=== design 1 ===
--- src/rtl/riscv_regfile_pkg.sv ---
// Shared constants for the parametrised RV32I integer register file.
// Contents: read-mode selectors, default geometry, zero-register index.
package riscv_regfile_pkg;

  // READ_SYNC parameter values
  localparam int unsigned RF_READ_COMB = 0;
  localparam int unsigned RF_READ_SYNC = 1;

  // Default architectural geometry (RV32I)
  localparam int unsigned RF_XLEN_DEFAULT  = 32;
  localparam int unsigned RF_NREGS_DEFAULT = 32;

  // x0 is hardwired to zero
  localparam int unsigned RF_ZERO_REG = 0;

endpackage

--- src/rtl/riscv_regfile_mp_read_port.sv ---
// One register-file read port: address decode, storage mux, write-through
// bypass compare and an optional output register.
// Ports:
//   clk, rst        clock and async active-high reset (output register only)
//   rd_en           capture enable for the output register
//   rd_addr         read address
//   wr_en/addr/data all write ports (wr_en already gated by reset in the top)
//   rf_flat         flattened storage contents, register r at [r*XLEN +: XLEN]
//   rd_data         read result (combinational or registered per READ_SYNC)
module regfile_read_port
  import riscv_regfile_pkg::*;
#(
  parameter  int unsigned XLEN      = RF_XLEN_DEFAULT,
  parameter  int unsigned NREGS     = RF_NREGS_DEFAULT,
  parameter  int unsigned NWR       = 1,
  parameter  int unsigned READ_SYNC = RF_READ_COMB,
  parameter  int unsigned BYPASS    = 1,
  localparam int unsigned AW        = $clog2(NREGS)
) (
  input  logic                  clk,
  input  logic                  rst,
  input  logic                  rd_en,
  input  logic [AW-1:0]         rd_addr,
  input  logic [NWR-1:0]        wr_en,
  input  logic [NWR*AW-1:0]     wr_addr,
  input  logic [NWR*XLEN-1:0]   wr_data,
  input  logic [NREGS*XLEN-1:0] rf_flat,
  output logic [XLEN-1:0]       rd_data
);

  logic [XLEN-1:0] stored_c;
  logic [XLEN-1:0] read_c;
  logic [XLEN-1:0] rd_q;

  // Storage mux: select the addressed register
  always_comb begin : storage_mux
    stored_c = '0;
    for (int unsigned r = 0; r < NREGS; r++) begin
      if (rd_addr == AW'(r)) stored_c = rf_flat[r*XLEN +: XLEN];
    end
  end

  // Write-through bypass; later ports override earlier ones, x0 always 0
  always_comb begin : bypass_select
    read_c = stored_c;
    if (BYPASS != 0) begin
      for (int unsigned j = 0; j < NWR; j++) begin
        if (wr_en[j] && (wr_addr[j*AW +: AW] == rd_addr)) read_c = wr_data[j*XLEN +: XLEN];
      end
    end
    if (rd_addr == AW'(RF_ZERO_REG)) read_c = '0;
  end

  // Output register; holds its value while rd_en is low
  always_ff @(posedge clk or posedge rst) begin : out_reg
    if (rst)        rd_q <= '0;
    else if (rd_en) rd_q <= read_c;
  end

  assign rd_data = (READ_SYNC == RF_READ_SYNC) ? rd_q : read_c;

endmodule

--- src/rtl/riscv_regfile_mp.sv ---
// Parametrised multi-port integer register file for the RV32I core.
// Ports:
//   clk      rising-edge clock
//   rst      asynchronous active-high reset; clears all registers at once
//   rd_en    per-port read enable (registered-read mode only)
//   rd_addr  read addresses, port i at [i*AW +: AW]
//   rd_data  read data, port i at [i*XLEN +: XLEN]
//   wr_en    per-port write enable
//   wr_addr  write addresses, port j at [j*AW +: AW]
//   wr_data  write data, port j at [j*XLEN +: XLEN]
module riscv_regfile_mp
  import riscv_regfile_pkg::*;
#(
  parameter  int unsigned XLEN      = RF_XLEN_DEFAULT,
  parameter  int unsigned NREGS     = RF_NREGS_DEFAULT,
  parameter  int unsigned NRD       = 2,
  parameter  int unsigned NWR       = 1,
  parameter  int unsigned READ_SYNC = RF_READ_COMB,
  parameter  int unsigned BYPASS    = 1,
  localparam int unsigned AW        = $clog2(NREGS)
) (
  input  logic                clk,
  input  logic                rst,
  input  logic [NRD-1:0]      rd_en,
  input  logic [NRD*AW-1:0]   rd_addr,
  output logic [NRD*XLEN-1:0] rd_data,
  input  logic [NWR-1:0]      wr_en,
  input  logic [NWR*AW-1:0]   wr_addr,
  input  logic [NWR*XLEN-1:0] wr_data
);

  logic [XLEN-1:0]       regs_q [NREGS];
  logic [NREGS*XLEN-1:0] rf_flat;
  logic [NWR-1:0]        wr_en_eff;

  // Writes are dropped while reset is held, including on the bypass path
  assign wr_en_eff = wr_en & {NWR{~rst}};

  // Storage with write priority: later ports are applied last and win; x0 never written
  always_ff @(posedge clk or posedge rst) begin : write_commit
    if (rst) begin
      for (int unsigned r = 0; r < NREGS; r++) regs_q[r] <= '0;
    end else begin
      for (int unsigned j = 0; j < NWR; j++) begin
        if (wr_en[j] && (wr_addr[j*AW +: AW] != AW'(RF_ZERO_REG)))
          regs_q[wr_addr[j*AW +: AW]] <= wr_data[j*XLEN +: XLEN];
      end
    end
  end

  // Flatten storage for the read ports
  always_comb begin : flatten
    rf_flat = '0;
    for (int unsigned r = 0; r < NREGS; r++) rf_flat[r*XLEN +: XLEN] = regs_q[r];
  end

  for (genvar i = 0; i < NRD; i++) begin : g_rd
    regfile_read_port #(
      .XLEN      (XLEN),
      .NREGS     (NREGS),
      .NWR       (NWR),
      .READ_SYNC (READ_SYNC),
      .BYPASS    (BYPASS)
    ) u_rd (
      .clk     (clk),
      .rst     (rst),
      .rd_en   (rd_en[i]),
      .rd_addr (rd_addr[i*AW +: AW]),
      .wr_en   (wr_en_eff),
      .wr_addr (wr_addr),
      .wr_data (wr_data),
      .rf_flat (rf_flat),
      .rd_data (rd_data[i*XLEN +: XLEN])
    );
  end

endmodule

--- config.mk ---
export PLATFORM = sky130hd
export DESIGN_NAME = riscv_regfile_mp
export DESIGN_NICKNAME = d
export VERILOG_FILES = /design/src/rtl/riscv_regfile_pkg.sv /design/src/rtl/riscv_regfile_mp_read_port.sv /design/src/rtl/riscv_regfile_mp.sv
export SDC_FILE = /design/constraint.sdc
export NUM_CORES = 2
export LEC_CHECK = 0
export ABC_AREA = 1
export ABC_CLOCK_PERIOD_IN_PS = 86000
export CAP_MARGIN = 20
export CORE_ASPECT_RATIO = 1.5
export CORE_MARGIN = 2
export CORE_UTILIZATION = 60
export DETAILED_ROUTE_END_ITERATION = 7
export PLACE_DENSITY = 0.77
export SETUP_SLACK_MARGIN = 0.02
export SYNTH_ARGS = -nofsm -noshare
export SYNTH_HDL_FRONTEND = slang
export SYNTH_SLANG_ARGS = --single-unit
--- constraint.sdc ---
create_clock -name clk -period 86 [get_ports clk]
set_clock_uncertainty 0.05 [all_clocks]
set_input_delay 17.2 -clock clk [delete_from_list [all_inputs] [get_ports clk]]
set_output_delay 17.2 -clock clk [all_outputs]
set_load 0.01 [all_outputs]
=== design 2 ===
**src/rtl/pulse_det.sv**
```systemverilog
// pulse_det: ADC threshold-crossing detector with period-counter timestamps written to a FIFO.
// Optional falling-edge detection via `define PULSE_DET_POLARITY_EN (adds the polarity input).
module pulse_det #(
  parameter int unsigned SAMPLE_W = 16,
  parameter int unsigned NUM_SAMP = 16,
  parameter int unsigned PERIOD_W = 24
) (
  input  logic                         clk,
  input  logic                         rst,
  input  logic [SAMPLE_W*NUM_SAMP-1:0] s_axis_tdata,
  input  logic                         s_axis_tvalid,
  output logic                         s_axis_tready,
  input  logic [SAMPLE_W-1:0]          threshold,
  input  logic [PERIOD_W-1:0]          clock_period,
  input  logic                         rst_clock,
  input  logic                         arm,
  input  logic [15:0]                  arm_count,
  input  logic [15:0]                  holdoff,
  input  logic                         abort,
`ifdef PULSE_DET_POLARITY_EN
  input  logic                         polarity,
`endif
  input  logic                         ts_fifo_full,
  output logic                         ts_fifo_write,
  output logic [31:0]                  ts_fifo_data,
  output logic [15:0]                  overflow_count,
  output logic                         busy,
  output logic [7:0]                   state_out
);

  localparam int unsigned WORD_W = SAMPLE_W * NUM_SAMP;

  typedef enum logic [1:0] {
    IDLE    = 2'd0,
    ARMED   = 2'd1,
    HOLDOFF = 2'd2,
    DONE    = 2'd3
  } state_t;

  state_t                state, state_n;
  logic [PERIOD_W-1:0]   cnt;
  logic [7:0]            idx;
  logic signed [SAMPLE_W-1:0] samp [NUM_SAMP];
  logic [NUM_SAMP-1:0]   above_in;
  logic                  s1_valid;
  logic [NUM_SAMP-1:0]   s1_above;
  logic [PERIOD_W-1:0]   s1_cnt;
  logic [7:0]            s1_idx;
  logic                  hist;
  logic [NUM_SAMP-1:0]   rise;
  logic                  det;
  logic [7:0]            fine;
  logic [15:0]           cnt_sat;
  logic [31:0]           event_word;
  logic [15:0]           rem, rem_n, hcnt, hcnt_n, ovf_n;
  logic                  wr_n;

  assign s_axis_tready  = 1'b1;
  assign busy           = (state != IDLE);
  assign state_out      = {6'd0, state};

  // Free-running tick counter; periods of 0 or 1 pin it at zero without wrapping the index.
  always_ff @(posedge clk or negedge rst) begin
    if (!rst) begin
      cnt <= '0;
      idx <= '0;
    end else if (rst_clock) begin
      cnt <= '0;
      idx <= '0;
    end else if (clock_period <= PERIOD_W'(1)) begin
      cnt <= '0;
    end else if (cnt >= clock_period - PERIOD_W'(1)) begin
      cnt <= '0;
      idx <= idx + 8'd1;
    end else begin
      cnt <= cnt + PERIOD_W'(1);
    end
  end

`ifdef PULSE_DET_POLARITY_EN
  logic signed [SAMPLE_W:0] neg_thr;
  assign neg_thr = -$signed({threshold[SAMPLE_W-1], threshold});
`endif

  always_comb begin
    above_in = '0;
    for (int unsigned k = 0; k < NUM_SAMP; k++) begin
      samp[k] = s_axis_tdata[WORD_W-1-SAMPLE_W*k -: SAMPLE_W];
`ifdef PULSE_DET_POLARITY_EN
      if (polarity)
        above_in[k] = $signed({samp[k][SAMPLE_W-1], samp[k]}) < neg_thr;
      else
        above_in[k] = samp[k] > $signed(threshold);
`else
      above_in[k] = samp[k] > $signed(threshold);
`endif
    end
  end

  always_ff @(posedge clk or negedge rst) begin
    if (!rst) begin
      s1_valid <= 1'b0;
      s1_above <= '0;
      s1_cnt   <= '0;
      s1_idx   <= '0;
      hist     <= 1'b0;
    end else begin
      s1_valid <= s_axis_tvalid;
      if (s_axis_tvalid) begin
        s1_above <= above_in;
        s1_cnt   <= cnt;
        s1_idx   <= idx;
      end
      if (s1_valid)
        hist <= s1_above[NUM_SAMP-1];
    end
  end

  // Sample k compares against k-1; sample 0 against the last sample of the previous valid word.
  assign rise = s1_above & ~{s1_above[NUM_SAMP-2:0], hist};
  assign det  = s1_valid & (|rise);

  always_comb begin
    fine = '0;
    for (int unsigned k = 0; k < NUM_SAMP; k++)
      if (rise[NUM_SAMP-1-k])
        fine = 8'(NUM_SAMP-1-k);
  end

  assign cnt_sat    = (s1_cnt > PERIOD_W'(16'hFFFF)) ? 16'hFFFF : s1_cnt[15:0];
  assign event_word = {s1_idx, cnt_sat, fine};

  always_comb begin
    state_n = state;
    rem_n   = rem;
    hcnt_n  = hcnt;
    ovf_n   = overflow_count;
    wr_n    = 1'b0;
    if (abort) begin
      state_n = IDLE;
    end else begin
      case (state)
        IDLE: begin
          if (arm) begin
            state_n = ARMED;
            rem_n   = arm_count;
            ovf_n   = '0;
          end
        end
        ARMED: begin
          if (det) begin
            if (!ts_fifo_full) begin
              wr_n = 1'b1;
              if (rem != '0)
                rem_n = rem - 16'd1;
            end else if (overflow_count != '1) begin
              ovf_n = overflow_count + 16'd1;
            end
            if (!ts_fifo_full && rem == 16'd1) begin
              state_n = DONE;
            end else if (holdoff != '0) begin
              state_n = HOLDOFF;
              hcnt_n  = holdoff - 16'd1;
            end
          end
        end
        HOLDOFF: begin
          if (hcnt == '0)
            state_n = ARMED;
          else
            hcnt_n = hcnt - 16'd1;
        end
        DONE:    state_n = IDLE;
        default: state_n = IDLE;
      endcase
    end
  end

  always_ff @(posedge clk or negedge rst) begin
    if (!rst) begin
      state          <= IDLE;
      rem            <= '0;
      hcnt           <= '0;
      overflow_count <= '0;
      ts_fifo_write  <= 1'b0;
      ts_fifo_data   <= '0;
    end else begin
      state          <= state_n;
      rem            <= rem_n;
      hcnt           <= hcnt_n;
      overflow_count <= ovf_n;
      ts_fifo_write  <= wr_n;
      if (wr_n)
        ts_fifo_data <= event_word;
    end
  end

endmodule

```
**config.mk**
```make
export PLATFORM = sky130hd
export DESIGN_NAME = pulse_det
export DESIGN_NICKNAME = d
export VERILOG_FILES = /design/src/rtl/pulse_det.sv
export SDC_FILE = /design/constraint.sdc
export NUM_CORES = 1
export LEC_CHECK = 0
export ABC_AREA = 1
export CAP_MARGIN = 20
export CORE_AREA = 2 2 179 181
export CTS_CLUSTER_DIAMETER = 80
export CTS_CLUSTER_SIZE = 16
export DETAILED_ROUTE_END_ITERATION = 8
export DIE_AREA = 0 0 181 183
export GPL_TIMING_DRIVEN = 0
export PLACE_DENSITY_LB_ADDON = 0.15
export SLEW_MARGIN = 20
export SYNTH_ARGS = -nofsm -noshare
export SYNTH_HDL_FRONTEND = slang
export SYNTH_SLANG_ARGS = --single-unit
```
**constraint.sdc**
```tcl
create_clock -name clk -period 2.3 [get_ports clk]
set_clock_uncertainty 0.1 [all_clocks]
set_input_delay 0.46 -clock clk [delete_from_list [all_inputs] [get_ports clk]]
set_output_delay 0.46 -clock clk [all_outputs]
set_load 0.005 [all_outputs]
```
=== design 3 ===
## src/rtl/alt_times_1pt8_arb_pkg.sv

```systemverilog
// Shared constants for the round-robin multiply-by-461/256 arbiter and its multiplier.
// Holds FIFO depth, multiplier latency, stat counter width and the id-width helper.
package alt_times_1pt8_arb_pkg;

  localparam int unsigned FifoDepth   = 4;
  localparam int unsigned MulLat      = 2;
  localparam int unsigned StatW       = 16;
  localparam int unsigned MulConst    = 461;
  localparam int unsigned MulFracBits = 8;
  localparam int unsigned OccW        = $clog2(FifoDepth + 1);
  localparam int unsigned PtrW        = $clog2(FifoDepth);

  typedef logic [StatW-1:0] stat_cnt_t;

  function automatic int unsigned id_width(int unsigned n);
    return (n > 1) ? $clog2(n) : 1;
  endfunction

endpackage

```

## src/rtl/alt_times_1pt8.sv

```systemverilog
// Two-stage pipelined multiply by 461/256: operand register, then truncated scaled product.
// The product wraps at WIDTH+8 bits before the shift; no rounding or saturation.
module alt_times_1pt8
  import alt_times_1pt8_arb_pkg::*;
#(
  parameter int unsigned WIDTH = 8
) (
  input  logic             clk,
  input  logic             arst,
  input  logic [WIDTH-1:0] i_din,
  output logic [WIDTH-1:0] o_dout
);

  localparam int unsigned ProdW = WIDTH + MulFracBits;

  logic [WIDTH-1:0] r_din;
  logic [WIDTH-1:0] r_dout;
  logic [ProdW-1:0] w_prod;

  // Product is computed in ProdW bits, so the top bits wrap away by construction.
  assign w_prod = ProdW'(r_din) * ProdW'(MulConst);

  always_ff @(posedge clk or posedge arst) begin
    if (arst) begin
      r_din  <= '0;
      r_dout <= '0;
    end else begin
      r_din  <= i_din;
      r_dout <= WIDTH'(w_prod >> MulFracBits);
    end
  end

  assign o_dout = r_dout;

endmodule

```

## src/rtl/alt_times_1pt8_arb.sv

```systemverilog
// Round-robin arbiter sharing one multiply-by-461/256 unit, with tag pipe, credited output FIFO.
// Define ALT_TIMES_1PT8_ARB_STATS_EN to enable saturating per-requester grant counters.
module alt_times_1pt8_arb
  import alt_times_1pt8_arb_pkg::*;
#(
  parameter  int unsigned WIDTH   = 8,
  parameter  int unsigned NUM_REQ = 4,
  localparam int unsigned IdW     = id_width(NUM_REQ)
) (
  input  logic                     clk,
  input  logic                     arst,
  input  logic [NUM_REQ-1:0]       req_valid,
  input  logic [NUM_REQ*WIDTH-1:0] req_data,
  output logic [NUM_REQ-1:0]       req_ready,
  output logic                     res_valid,
  input  logic                     res_ready,
  output logic [IdW-1:0]           res_id,
  output logic [WIDTH-1:0]         res_data,
  output logic [NUM_REQ*StatW-1:0] stat_grants
);

  logic [IdW-1:0]   r_ptr;
  logic [MulLat-1:0] r_v;
  logic [IdW-1:0]   r_id [MulLat];

  logic [PtrW-1:0]  r_wr;
  logic [PtrW-1:0]  r_rd;
  logic [OccW-1:0]  r_occ;
  logic [WIDTH-1:0] r_mem_data [FifoDepth];
  logic [IdW-1:0]   r_mem_id   [FifoDepth];

  logic             w_any;
  logic [IdW-1:0]   w_gnt_idx;
  logic [IdW:0]     w_scan;
  logic [IdW-1:0]   w_ptr_nxt;
  logic [OccW-1:0]  w_used;
  logic             w_credit_ok;
  logic             w_issue;
  logic [WIDTH-1:0] w_din;
  logic [WIDTH-1:0] w_mul_out;
  logic             w_push;
  logic             w_pop;

  // Search upward from the pointer with wrap; first valid requester wins.
  always_comb begin
    w_any     = 1'b0;
    w_gnt_idx = '0;
    w_scan    = '0;
    for (int k = 0; k < NUM_REQ; k++) begin
      w_scan = {1'b0, r_ptr} + (IdW+1)'(k);
      if (w_scan >= (IdW+1)'(NUM_REQ)) begin
        w_scan = w_scan - (IdW+1)'(NUM_REQ);
      end
      if (!w_any && req_valid[w_scan[IdW-1:0]]) begin
        w_any     = 1'b1;
        w_gnt_idx = w_scan[IdW-1:0];
      end
    end
  end

  // Occupancy plus in-flight; a pop this cycle is deliberately not treated as a credit.
  always_comb begin
    w_used = r_occ;
    for (int s = 0; s < MulLat; s++) begin
      w_used = w_used + OccW'(r_v[s]);
    end
  end

  assign w_credit_ok = (w_used < OccW'(FifoDepth));
  assign w_issue     = w_any && w_credit_ok && !arst;
  assign w_ptr_nxt   = (w_gnt_idx == IdW'(NUM_REQ - 1)) ? '0 : w_gnt_idx + IdW'(1);

  always_comb begin
    req_ready = '0;
    for (int i = 0; i < NUM_REQ; i++) begin
      req_ready[i] = w_issue && (w_gnt_idx == IdW'(i));
    end
  end

  always_comb begin
    w_din = '0;
    for (int i = 0; i < NUM_REQ; i++) begin
      if (w_gnt_idx == IdW'(i)) begin
        w_din = req_data[i*WIDTH +: WIDTH];
      end
    end
  end

  alt_times_1pt8 #(
    .WIDTH (WIDTH)
  ) u_mul (
    .clk    (clk),
    .arst   (arst),
    .i_din  (w_din),
    .o_dout (w_mul_out)
  );

  assign w_push = r_v[MulLat-1];
  assign w_pop  = res_valid && res_ready;

  always_ff @(posedge clk or posedge arst) begin
    if (arst) begin
      r_ptr <= '0;
      r_v   <= '0;
      for (int s = 0; s < MulLat; s++) begin
        r_id[s] <= '0;
      end
      r_wr  <= '0;
      r_rd  <= '0;
      r_occ <= '0;
    end else begin
      if (w_issue) begin
        r_ptr <= w_ptr_nxt;
      end
      r_v     <= {r_v[MulLat-2:0], w_issue};
      r_id[0] <= w_gnt_idx;
      for (int s = 1; s < MulLat; s++) begin
        r_id[s] <= r_id[s-1];
      end
      if (w_push) begin
        r_wr <= r_wr + PtrW'(1);
      end
      if (w_pop) begin
        r_rd <= r_rd + PtrW'(1);
      end
      r_occ <= r_occ + OccW'(w_push) - OccW'(w_pop);
    end
  end

  // Storage needs no reset: occupancy gates every read.
  always_ff @(posedge clk) begin
    if (w_push) begin
      r_mem_data[r_wr] <= w_mul_out;
      r_mem_id[r_wr]   <= r_id[MulLat-1];
    end
  end

  assign res_valid = (r_occ != '0);
  assign res_id    = res_valid ? r_mem_id[r_rd]   : '0;
  assign res_data  = res_valid ? r_mem_data[r_rd] : '0;

`ifdef ALT_TIMES_1PT8_ARB_STATS_EN
  stat_cnt_t r_stat [NUM_REQ];

  always_ff @(posedge clk or posedge arst) begin
    if (arst) begin
      for (int i = 0; i < NUM_REQ; i++) begin
        r_stat[i] <= '0;
      end
    end else begin
      for (int i = 0; i < NUM_REQ; i++) begin
        if (req_ready[i] && (r_stat[i] != '1)) begin
          r_stat[i] <= r_stat[i] + StatW'(1);
        end
      end
    end
  end

  always_comb begin
    stat_grants = '0;
    for (int i = 0; i < NUM_REQ; i++) begin
      stat_grants[i*StatW +: StatW] = r_stat[i];
    end
  end
`else
  assign stat_grants = '0;
`endif

endmodule

```

## config.mk

```make
export PLATFORM = sky130hd
export DESIGN_NAME = alt_times_1pt8_arb
export DESIGN_NICKNAME = d
export VERILOG_FILES = /design/src/rtl/alt_times_1pt8_arb_pkg.sv /design/src/rtl/alt_times_1pt8.sv /design/src/rtl/alt_times_1pt8_arb.sv
export SDC_FILE = /design/constraint.sdc
export NUM_CORES = 1
export LEC_CHECK = 0
export ABC_AREA = 1
export CAP_MARGIN = 20
export CORE_ASPECT_RATIO = 1.1
export CORE_MARGIN = 1.5
export CORE_UTILIZATION = 51
export CTS_CLUSTER_SIZE = 8
export DETAILED_ROUTE_END_ITERATION = 10
export GPL_ROUTABILITY_DRIVEN = 0
export PLACE_DENSITY = 0.92
export SYNTH_ARGS = -nofsm -noshare
export SYNTH_HDL_FRONTEND = slang
export SYNTH_SLANG_ARGS = --single-unit
```

## constraint.sdc

```tcl
create_clock -name clk -period 4.7 [get_ports clk]
set_clock_uncertainty 0.05 [all_clocks]
set_input_delay 0.47 -clock clk [delete_from_list [all_inputs] [get_ports clk]]
set_output_delay 0.47 -clock clk [all_outputs]
set_load 0.01 [all_outputs]
```

=== design 4 ===
$ cat config.mk
export PLATFORM = sky130hd
export DESIGN_NAME = multiport_regfile
export DESIGN_NICKNAME = d
export VERILOG_FILES = /design/src/rtl/regfile_pkg.sv /design/src/rtl/regfile_wr_arbiter.sv /design/src/rtl/multiport_regfile.sv
export SDC_FILE = /design/constraint.sdc
export NUM_CORES = 2
export LEC_CHECK = 0
export ABC_CLOCK_PERIOD_IN_PS = 7400
export CAP_MARGIN = 40
export CORE_MARGIN = 5
export CORE_UTILIZATION = 60
export DETAILED_ROUTE_END_ITERATION = 16
export GPL_TIMING_DRIVEN = 1
export PLACE_DENSITY = 0.78
export SYNTH_ARGS = -nofsm -noshare
export SYNTH_HDL_FRONTEND = slang
export SYNTH_SLANG_ARGS = --single-unit
$ cat constraint.sdc
create_clock -name clk -period 7.4 [get_ports clk]
set_input_delay 1.48 -clock clk [delete_from_list [all_inputs] [get_ports clk]]
set_output_delay 1.48 -clock clk [all_outputs]
set_load 0.01 [all_outputs]
$ cat src/rtl/regfile_pkg.sv
// Shared definitions for the multiport register file: default entry type and port-count limits.
package regfile_pkg;

    typedef logic [31:0] reg_entry_t;

    localparam int unsigned MIN_REGS     = 2;
    localparam int unsigned MAX_RD_PORTS = 4;
    localparam int unsigned MAX_WR_PORTS = 4;

endpackage

$ cat src/rtl/regfile_wr_arbiter.sv
// Resolves same-cycle write ports into one write enable and data word per register.
// Highest-index port wins on an address collision; register 0 is never written.
module regfile_wr_arbiter
    import regfile_pkg::*;
#(
    parameter type         t_entry     = reg_entry_t,
    parameter int unsigned p_num_regs  = 32,
    parameter int unsigned p_num_wr    = 2,
    localparam int unsigned p_addr_bits = $clog2(p_num_regs)
) (
    input  logic [p_addr_bits-1:0] waddr  [p_num_wr],
    input  t_entry                 wdata  [p_num_wr],
    input  logic [p_num_wr-1:0]    wen,
    output logic [p_num_regs-1:0]  reg_we,
    output t_entry                 reg_wd [p_num_regs]
);

    genvar gi, gj;

    generate
        for (gi = 0; gi < p_num_regs; gi++) begin : g_reg
            logic [p_num_wr-1:0] hit;
            t_entry              sel;

            for (gj = 0; gj < p_num_wr; gj++) begin : g_port
                assign hit[gj] = wen[gj] && (waddr[gj] == p_addr_bits'(gi)) && (gi != 0);
            end

            // Ascending scan so the last (highest-index) hitting port overrides.
            always_comb begin
                sel = '0;
                for (int p = 0; p < p_num_wr; p++) begin
                    if (hit[p]) begin
                        sel = wdata[p];
                    end
                end
            end

            assign reg_we[gi] = |hit;
            assign reg_wd[gi] = sel;
        end
    endgenerate

endmodule

$ cat src/rtl/multiport_regfile.sv
// Flop-based multiport register file with a per-register pending (scoreboard) bit.
// Define REGFILE_BYPASS_EN to forward same-cycle write data onto the read ports.
module multiport_regfile
    import regfile_pkg::*;
#(
    parameter type         t_entry     = reg_entry_t,
    parameter int unsigned p_num_regs  = 32,
    parameter int unsigned p_num_rd    = 2,
    parameter int unsigned p_num_wr    = 2,
    localparam int unsigned p_addr_bits = $clog2(p_num_regs)
) (
    input  logic                   clk,
    input  logic                   rst,
    input  logic [p_addr_bits-1:0] raddr      [p_num_rd],
    output t_entry                 rdata      [p_num_rd],
    output logic [p_num_rd-1:0]    rpend,
    input  logic [p_addr_bits-1:0] waddr      [p_num_wr],
    input  t_entry                 wdata      [p_num_wr],
    input  logic [p_num_wr-1:0]    wen,
    input  logic                   alloc_en,
    input  logic [p_addr_bits-1:0] alloc_addr
);

    genvar gi;

    generate
        if (p_num_regs < MIN_REGS || (p_num_regs & (p_num_regs - 1)) != 0) begin : g_bad_regs
            $error("p_num_regs must be a power of two and at least 2");
        end
        if (p_num_rd < 1 || p_num_rd > MAX_RD_PORTS) begin : g_bad_rd
            $error("p_num_rd out of range");
        end
        if (p_num_wr < 1 || p_num_wr > MAX_WR_PORTS) begin : g_bad_wr
            $error("p_num_wr out of range");
        end
    endgenerate

    t_entry                  regs_q [p_num_regs];
    logic [p_num_regs-1:0]   pend_q;
    logic [p_num_regs-1:0]   reg_we;
    t_entry                  reg_wd [p_num_regs];
    logic [p_num_regs-1:0]   alloc_hit;

    regfile_wr_arbiter #(
        .t_entry    (t_entry),
        .p_num_regs (p_num_regs),
        .p_num_wr   (p_num_wr)
    ) u_wr_arbiter (
        .waddr  (waddr),
        .wdata  (wdata),
        .wen    (wen),
        .reg_we (reg_we),
        .reg_wd (reg_wd)
    );

    generate
        for (gi = 0; gi < p_num_regs; gi++) begin : g_alloc
            assign alloc_hit[gi] = alloc_en && (alloc_addr == p_addr_bits'(gi)) && (gi != 0);
        end
    endgenerate

    // Register 0 is only ever loaded by reset, so it stays zero and never pending.
    always_ff @(posedge clk or negedge rst) begin
        if (!rst) begin
            for (int r = 0; r < p_num_regs; r++) begin
                regs_q[r] <= '0;
            end
            pend_q <= '0;
        end else begin
            for (int r = 1; r < p_num_regs; r++) begin
                if (reg_we[r]) begin
                    regs_q[r] <= reg_wd[r];
                end
                if (alloc_hit[r]) begin
                    pend_q[r] <= 1'b1;
                end else if (reg_we[r]) begin
                    pend_q[r] <= 1'b0;
                end
            end
        end
    end

    generate
        for (gi = 0; gi < p_num_rd; gi++) begin : g_rd
            t_entry rd_word;
            logic   rd_pend;

            always_comb begin
                rd_word = regs_q[raddr[gi]];
                rd_pend = pend_q[raddr[gi]];
`ifdef REGFILE_BYPASS_EN
                // Forwarding is suppressed during reset so outputs stay zero.
                if (rst && reg_we[raddr[gi]]) begin
                    rd_word = reg_wd[raddr[gi]];
                    rd_pend = alloc_hit[raddr[gi]];
                end
`endif
            end

            assign rdata[gi] = rd_word;
            assign rpend[gi] = rd_pend;
        end
    endgenerate

endmodule

Fig. 1: design 3, signal wires on met1
Cells faint in the background.
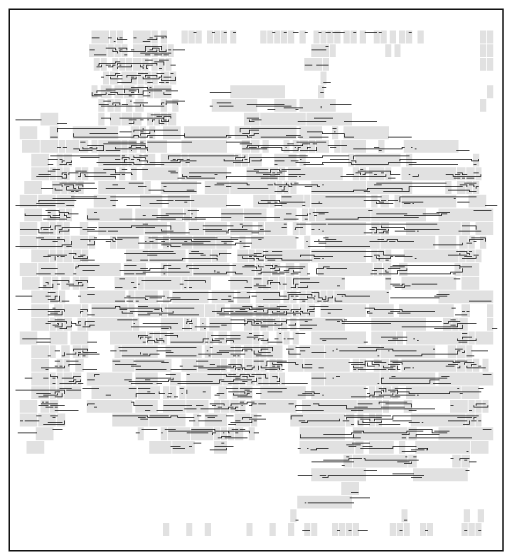
625 nets have wire on it. The layer holds 39% of the routed length. The longest straight run is 21.6 µm. The wires run mostly horizontal.

Fig. 2: design 3, placement density heat map
Bar = 20 µm. 10 x 11 tiles, from dark blue (low) to red (high), 0 to 100% covered.
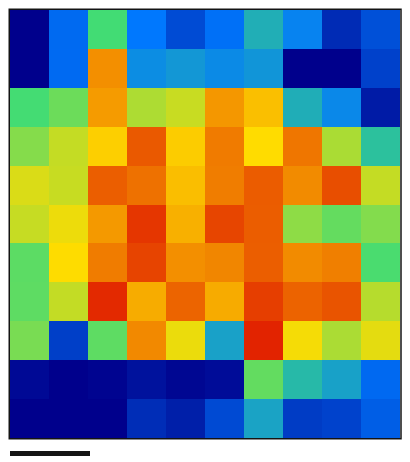
35% of the tiles are over 75% full. 10% of the tiles are nearly empty. The densest ninth of the die: center. The mean over all tiles is 53%. The fullest tile reaches 96%.

==> qor_table.md, design 3 <==
| Item | Reported | Unit |
|---|---|---|
| Number of cells in the yosys synthesis report | 566 | - |
| Final cycle utilization of the critical path | 0.836 | - |
| Warning count from the yosys run | 0 | - |
| Area reported by Yosys stat | 5050 | µm² |
| Async S/R FF share, synth | 0.437 | - |
| Post-DP HPWL | 7.22 | mm |
| IO buf count | 53 | - |
| Reg-to-reg endpoint | u_mul.o_dout[6]$_DFF_PP0_ | - |
| CP startpoint kind | flop | - |
| Top cell excl fill/tap | sky130_fd_sc_hd__nand2_1 | - |
| Number of synthesized flops with an enable pin | 40 | - |
| Min Tclk post-route | 3930 | ps |
| Non-clock buffer count in the final layout | 55 | - |
| HP Class | reg -> reg | - |
| Well Taps | 117 | - |
| GRT Resource Usage Total | 0.187 | - |
| Maximum number of pins on one net before global-route repair | 33 | - |
| MI comb cells | 406 | - |
| Share of the core filled with cells in the final layout | 0.600 | - |
| Outcome | finished, final reports clean | - |
| Worst stage delay on the critical path | 540 | ps |
| Ys flops | 71 | - |
| Critical path depth | 16 | - |
| 1st-iter DRT viols | 245 | - |
| Critical Path End | u_mul.o_dout[6]$_DFF_PP0_ | - |
| Post-detailed-placement cell area | 5440 | µm² |
| Vias in the first global route | 3553 | - |
| Minimum setup slack after placement | 853 | ps |
| Hold-critical path endpoint | r_id[0]$_DFF_PP0_ | - |
| Pre-Repair DR Iteration Count | 4 | - |
[design 3: cell families (layout without fill, tap and decap cells)]
logic type	count (synthesis)	after routing	synth area share
DFF	71	71	0.391
other	1	64	0.000743
xor gates and xnor gates	10	10	0.0173
AOI/OAI and AO/OA	78	78	0.0808
buffers and inverters	152	147	0.163
and+or+nand+nor	186	186	0.152
adders and majority gates	68	68	0.195
Fig. 3: design 4, the metal 4 layer
Cells faint in the background.
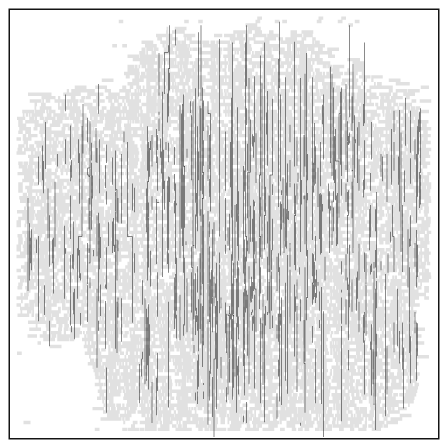
The wires run mostly vertical. The layer holds 8.4% of the routed length. The layer carries 19500 µm of wire.

==> qor_table.md, design 4 <==
| Item | Reported | Unit |
|---|---|---|
| Storage element area | 25600 | µm² |
| Met2 capacity usage during global routing | 0.581 | - |
| Pre-Repair DR Iteration Count | 6 | - |
| Most numerous cell types in the synthesized netlist | sky130_fd_sc_hd__mux2i_1, sky130_fd_sc_hd__dfrtp_1, sky130_fd_sc_hd__nand2_1 | - |
| Most flop-heavy register | regs_q | - |
| Count of nets after finishing | 5971 | - |
| Core Area | 107000 | µm² |
| Clock buffer depth | 3 | - |
| Worst hold path cell count | 1 | - |
| Critical path depth | 7 | - |
| Worst max-slew margin expressed relative to the limit | 0.307 | - |
| Dominant Register Cell | sky130_fd_sc_hd__dfrtp_1 | - |
| Detailed-route wire length per cell | 31.5 | µm |
| Clock sink count | 1023 | - |
| List of cells traversed by the critical path | buf_6 -> nor2b_4 -> buf_4 -> a22o_1 -> a211oi_1 -> o31ai_1 -> clkdlybuf4s50_1 | - |
| Family of cells with the greatest summed delay on the critical path | buffers and inverters | - |
| Total Wirelength | 232 | mm |
| Vias in the first global route | 53500 | - |
| Setup slack on the worst flop-to-flop path | 6460 | ps |
| Outcome | finished, final reports clean | - |
| Htree depth | 3 | - |
| Worst Setup SP | raddr[1] | - |
| Share of the synthesized netlist area taken by xor and xnor gates | 0 | - |
| Sequential share of the synthesized area | 0.399 | - |
| Area of the die | 113000 | µm² |
| Critical Path End | rdata[2] | - |
| Tally of nets with antenna violations remaining after routing | 0 | - |
| Grt peak-use layer | met2 | - |
| Launching point of the worst reg2reg path | regs_q[494]$_DFFE_PN0P_ | - |
| Hold-fix buffers at CTS | 0 | - |
| GRT met1 Usage | 0.521 | - |
| Cell type with the highest aggregate area in the netlist | sky130_fd_sc_hd__dfrtp_1 | - |
| Max-cap viol count | 0 | - |
| Final hold violation count | 0 | - |
| Share of synthesized cell area in and, or, nand and nor gates | 0.0779 | - |
| Fraction of layout instances using a drive strength above 1 | 0.159 | - |
| Area reported by Yosys stat | 64100 | µm² |
| Post-detailed-route via-to-cell ratio | 7.33 | - |
| Residual overflow from global routing | 0 | - |
| Postcts setup bufs | 0 | - |
| Top-level port count | 160 | - |
| Type of destination of the critical path | output port | - |
==> design 4: area by class of cell <==
class | count | share of cell area
Tap cell | 1403 | 0.0246
Timing Repair Buffer | 377 | 0.0650
Sequential cell | 1023 | 0.358
Multi-Input combinational cell | 4350 | 0.499
Inverter | 14 | 0.000735
Clock buffer | 161 | 0.0448
Clock inverter | 44 | 0.00760
Antenna cell | 9 | 0.000315
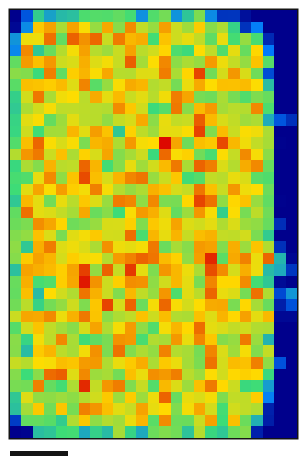
Fig. 4. Placement density heat map (design 1).
Bar = 50 µm. 25 x 37 tiles, from dark blue (low) to red (high), 0 to 100% covered.
The fullest tile reaches 99%. 31% of the tiles are over 75% full. The mean over all tiles is 62%. 7.5% of the tiles are nearly empty.

==> qor_table.md, design 1 <==
| Item | Reported | Unit |
|---|---|---|
| Reg-to-reg endpoint | regs_q[296]$_DFFE_PP0P_ | - |
| Die Y-Extent | 367 | µm |
| Area share of the largest cell type after synthesis | 0.470 | - |
| Fillers | 7698 | - |
| Final hold violation count | 0 | - |
| GRT Resource Usage Total | 0.381 | - |
| Fraction of area in multi-input gates | 0.413 | - |
| Worst-margin pin slew | 1110 | ps |
| Remaining routing DRC violations | 1 | - |
| Number of flip-flops in the largest register | 992 | - |
| MI comb cells | 5388 | - |
| Post-synthesis cell type count | 37 | - |
| Arr. time, crit path | 22340 | ps |
| Total vias in the final route | 50400 | - |
| Fraction of area in clock buffers and inverters | 0.0532 | - |
| Clock latency on the worst-skew pair | 690 | ps |
| Outcome | finished with violations | - |
| Minimum setup slack after placement | 46560 | ps |
| Violations in the final reports | design-rule violations | - |
-- design 1: worst max-delay path: cells and delay by family --
kind	cells	cell delay, ps
buf+inv	4	2260
compound gates	1	340
simple gates	17	2500
-- design 1: per-layer routing --
layer / track usage / vias up
li1: - / 23500
met4: 0.232 / 0
met1: 0.474 / 23600
met2: 0.628 / 2701
met5: 0 / -
met3: 0.0536 / 565
Fig. 5: design 2, placement density heat map
Bar = 50 µm. 18 x 18 tiles, from dark blue (low) to red (high), 0 to 100% covered.
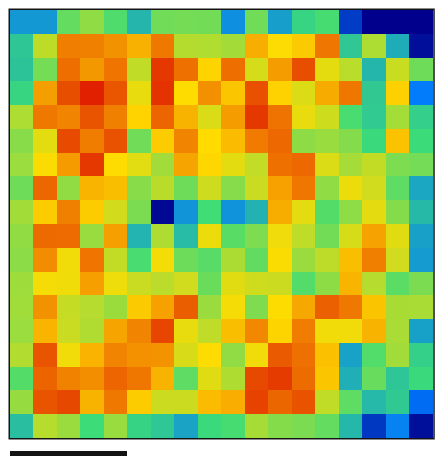
The fullest tile reaches 96%. 37% of the tiles are over 75% full. 1.2% of the tiles are nearly empty. The mean over all tiles is 67%.

==> qor_table.md, design 2 <==
| Item | Reported | Unit |
|---|---|---|
| Outcome | finished with violations | - |
| Violations in the final reports | negative setup slack | - |
| Met2 capacity usage during global routing | 0.594 | - |
| Depth of the worst register-to-register path | 12 | - |
| Share of synthesized cell area in and-or and or-and compound cells | 0.124 | - |
| Family of cells with the greatest summed delay on the critical path | simple AND/OR/NAND/NOR gates | - |
| Number of diodes added for antenna fixing | 15 | - |
| Post-DP HPWL | 43.0 | mm |
| Highest fanout seen on the critical path | 5 | - |
| Critical path depth | 23 | - |
| Setup ws final | -485 | ps |
| Final hold violation count | 0 | - |
| MI comb cells | 1776 | - |
| Max Clk Rate | 0.359 | GHz |
| Launch instance of the worst min-delay path | s1_cnt[6]$_DFFE_PN0P_ | - |
| Worst-margin pin slew | 965 | ps |
| Post-synth mux share | 0.00127 | - |
| Post-synthesis cell type count | 44 | - |
| Hold-critical path endpoint | s1_cnt[6]$_DFFE_PN0P_ | - |
| Placed Cells | 3024 | - |
| Signal inverters | 256 | - |
| GRT Resource Usage Total | 0.335 | - |
| Async S/R FF share, synth | 1.00 | - |
| Top-level port count | 394 | - |
| Number of gates resized after CTS | 127 | - |
| Count of buffering cells on the critical path with inverters included | 5 | - |
| Fraction of area in clock buffers and inverters | 0.0278 | - |
| Tally of nets with antenna violations remaining after routing | 0 | - |
| Endpoints failing setup | 32 | - |
| Max-cap viol count | 0 | - |
| Total vias in the final route | 17500 | - |
| Clock sink count | 161 | - |
| Pre-Place Util | 0.503 | - |
design 2: routing by layer:
metal / part of all wire / up-vias
met5: 0.00040 / -
met4: 0.056 / 4
met3: 0.084 / 207
met2: 0.47 / 736
met1: 0.39 / 8067
li1: - / 8465
design 2: state kept, by name, indices dropped and copies added (netlist names), 8 cells and up:
signal          flops
s1_cnt             24
hcnt               16
s1_above           16
idx                 8
cnt                24
rem                16
ts_fifo_data       28
overflow_count     16
s1_idx              8

==> layout pictures side by side <==
The metal 2 layer.
panel A
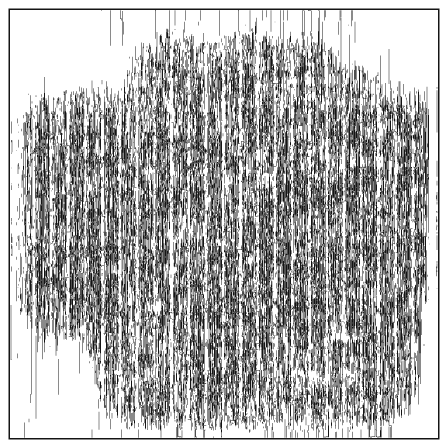
panel B
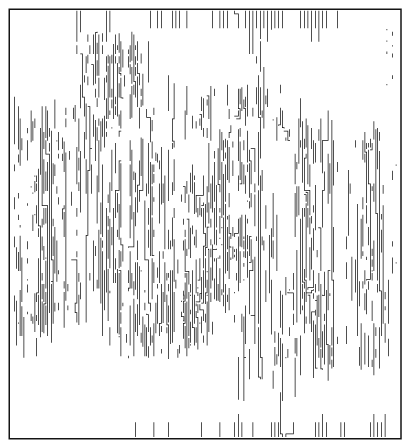
panel C
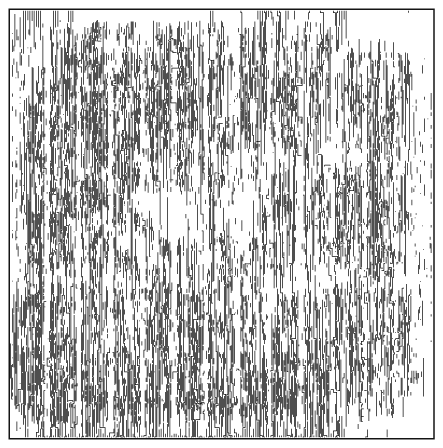
panel D
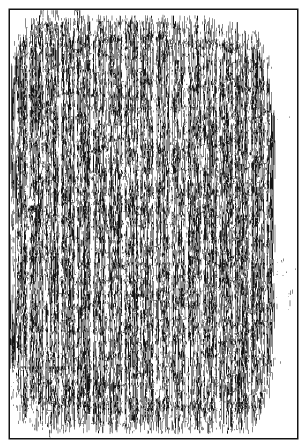
Panel C comes from design 2.
Panel D comes from design 1.
Panel A comes from design 4.
Panel B comes from design 3.



## Gallery

The metal 4 layer.
Cells faint in the background.
picture 1
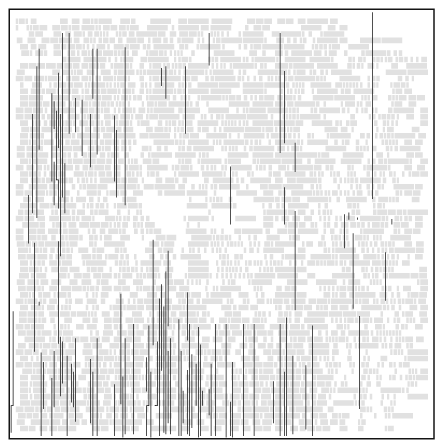
picture 2
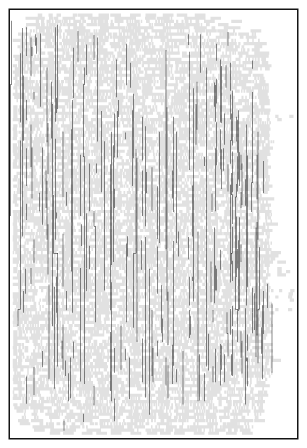
picture 3
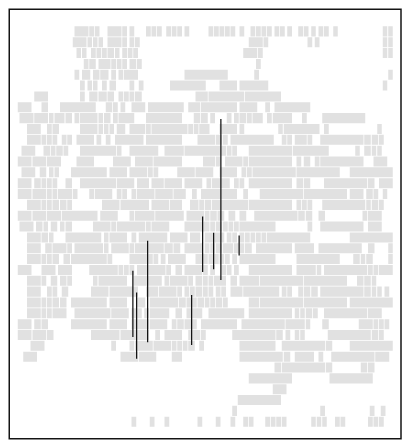
Picture 3 is design 3.
Picture 2 is design 1.
Picture 1 is design 2.

Key to picture 2:
The layer holds 6.5% of the routed length. The layer carries 11100 µm of wire. 132 nets have wire on it. The longest straight run is 256 µm.


==> gallery <==
Signal wires on met1.
Cells faint in the background.
image #1
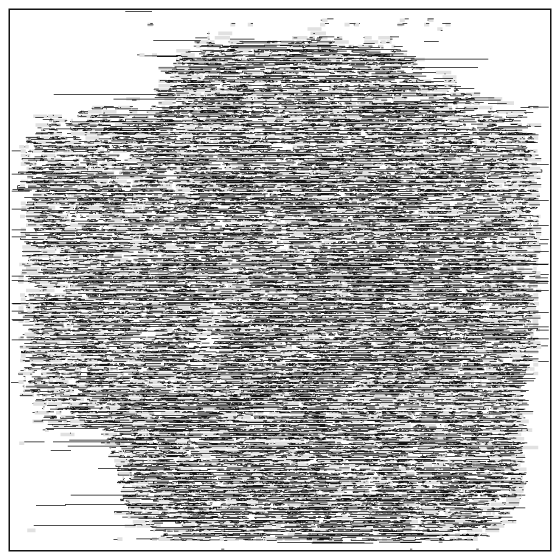
image #2
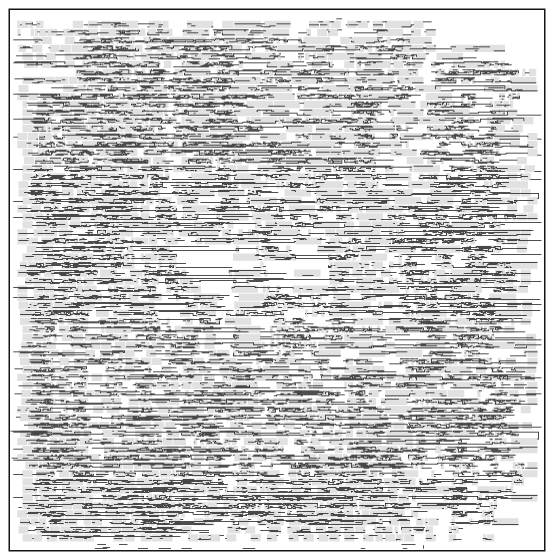
image #3
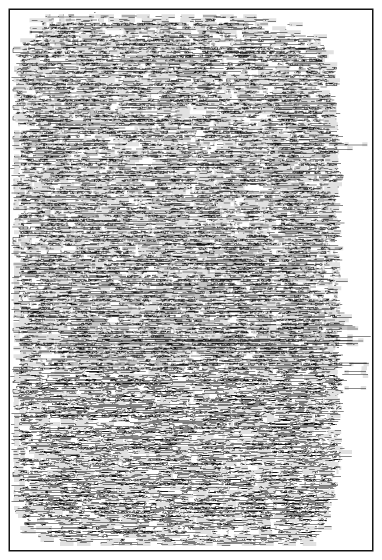
For design 2, see image #2.
For design 1, see image #3.
For design 4, see image #1.

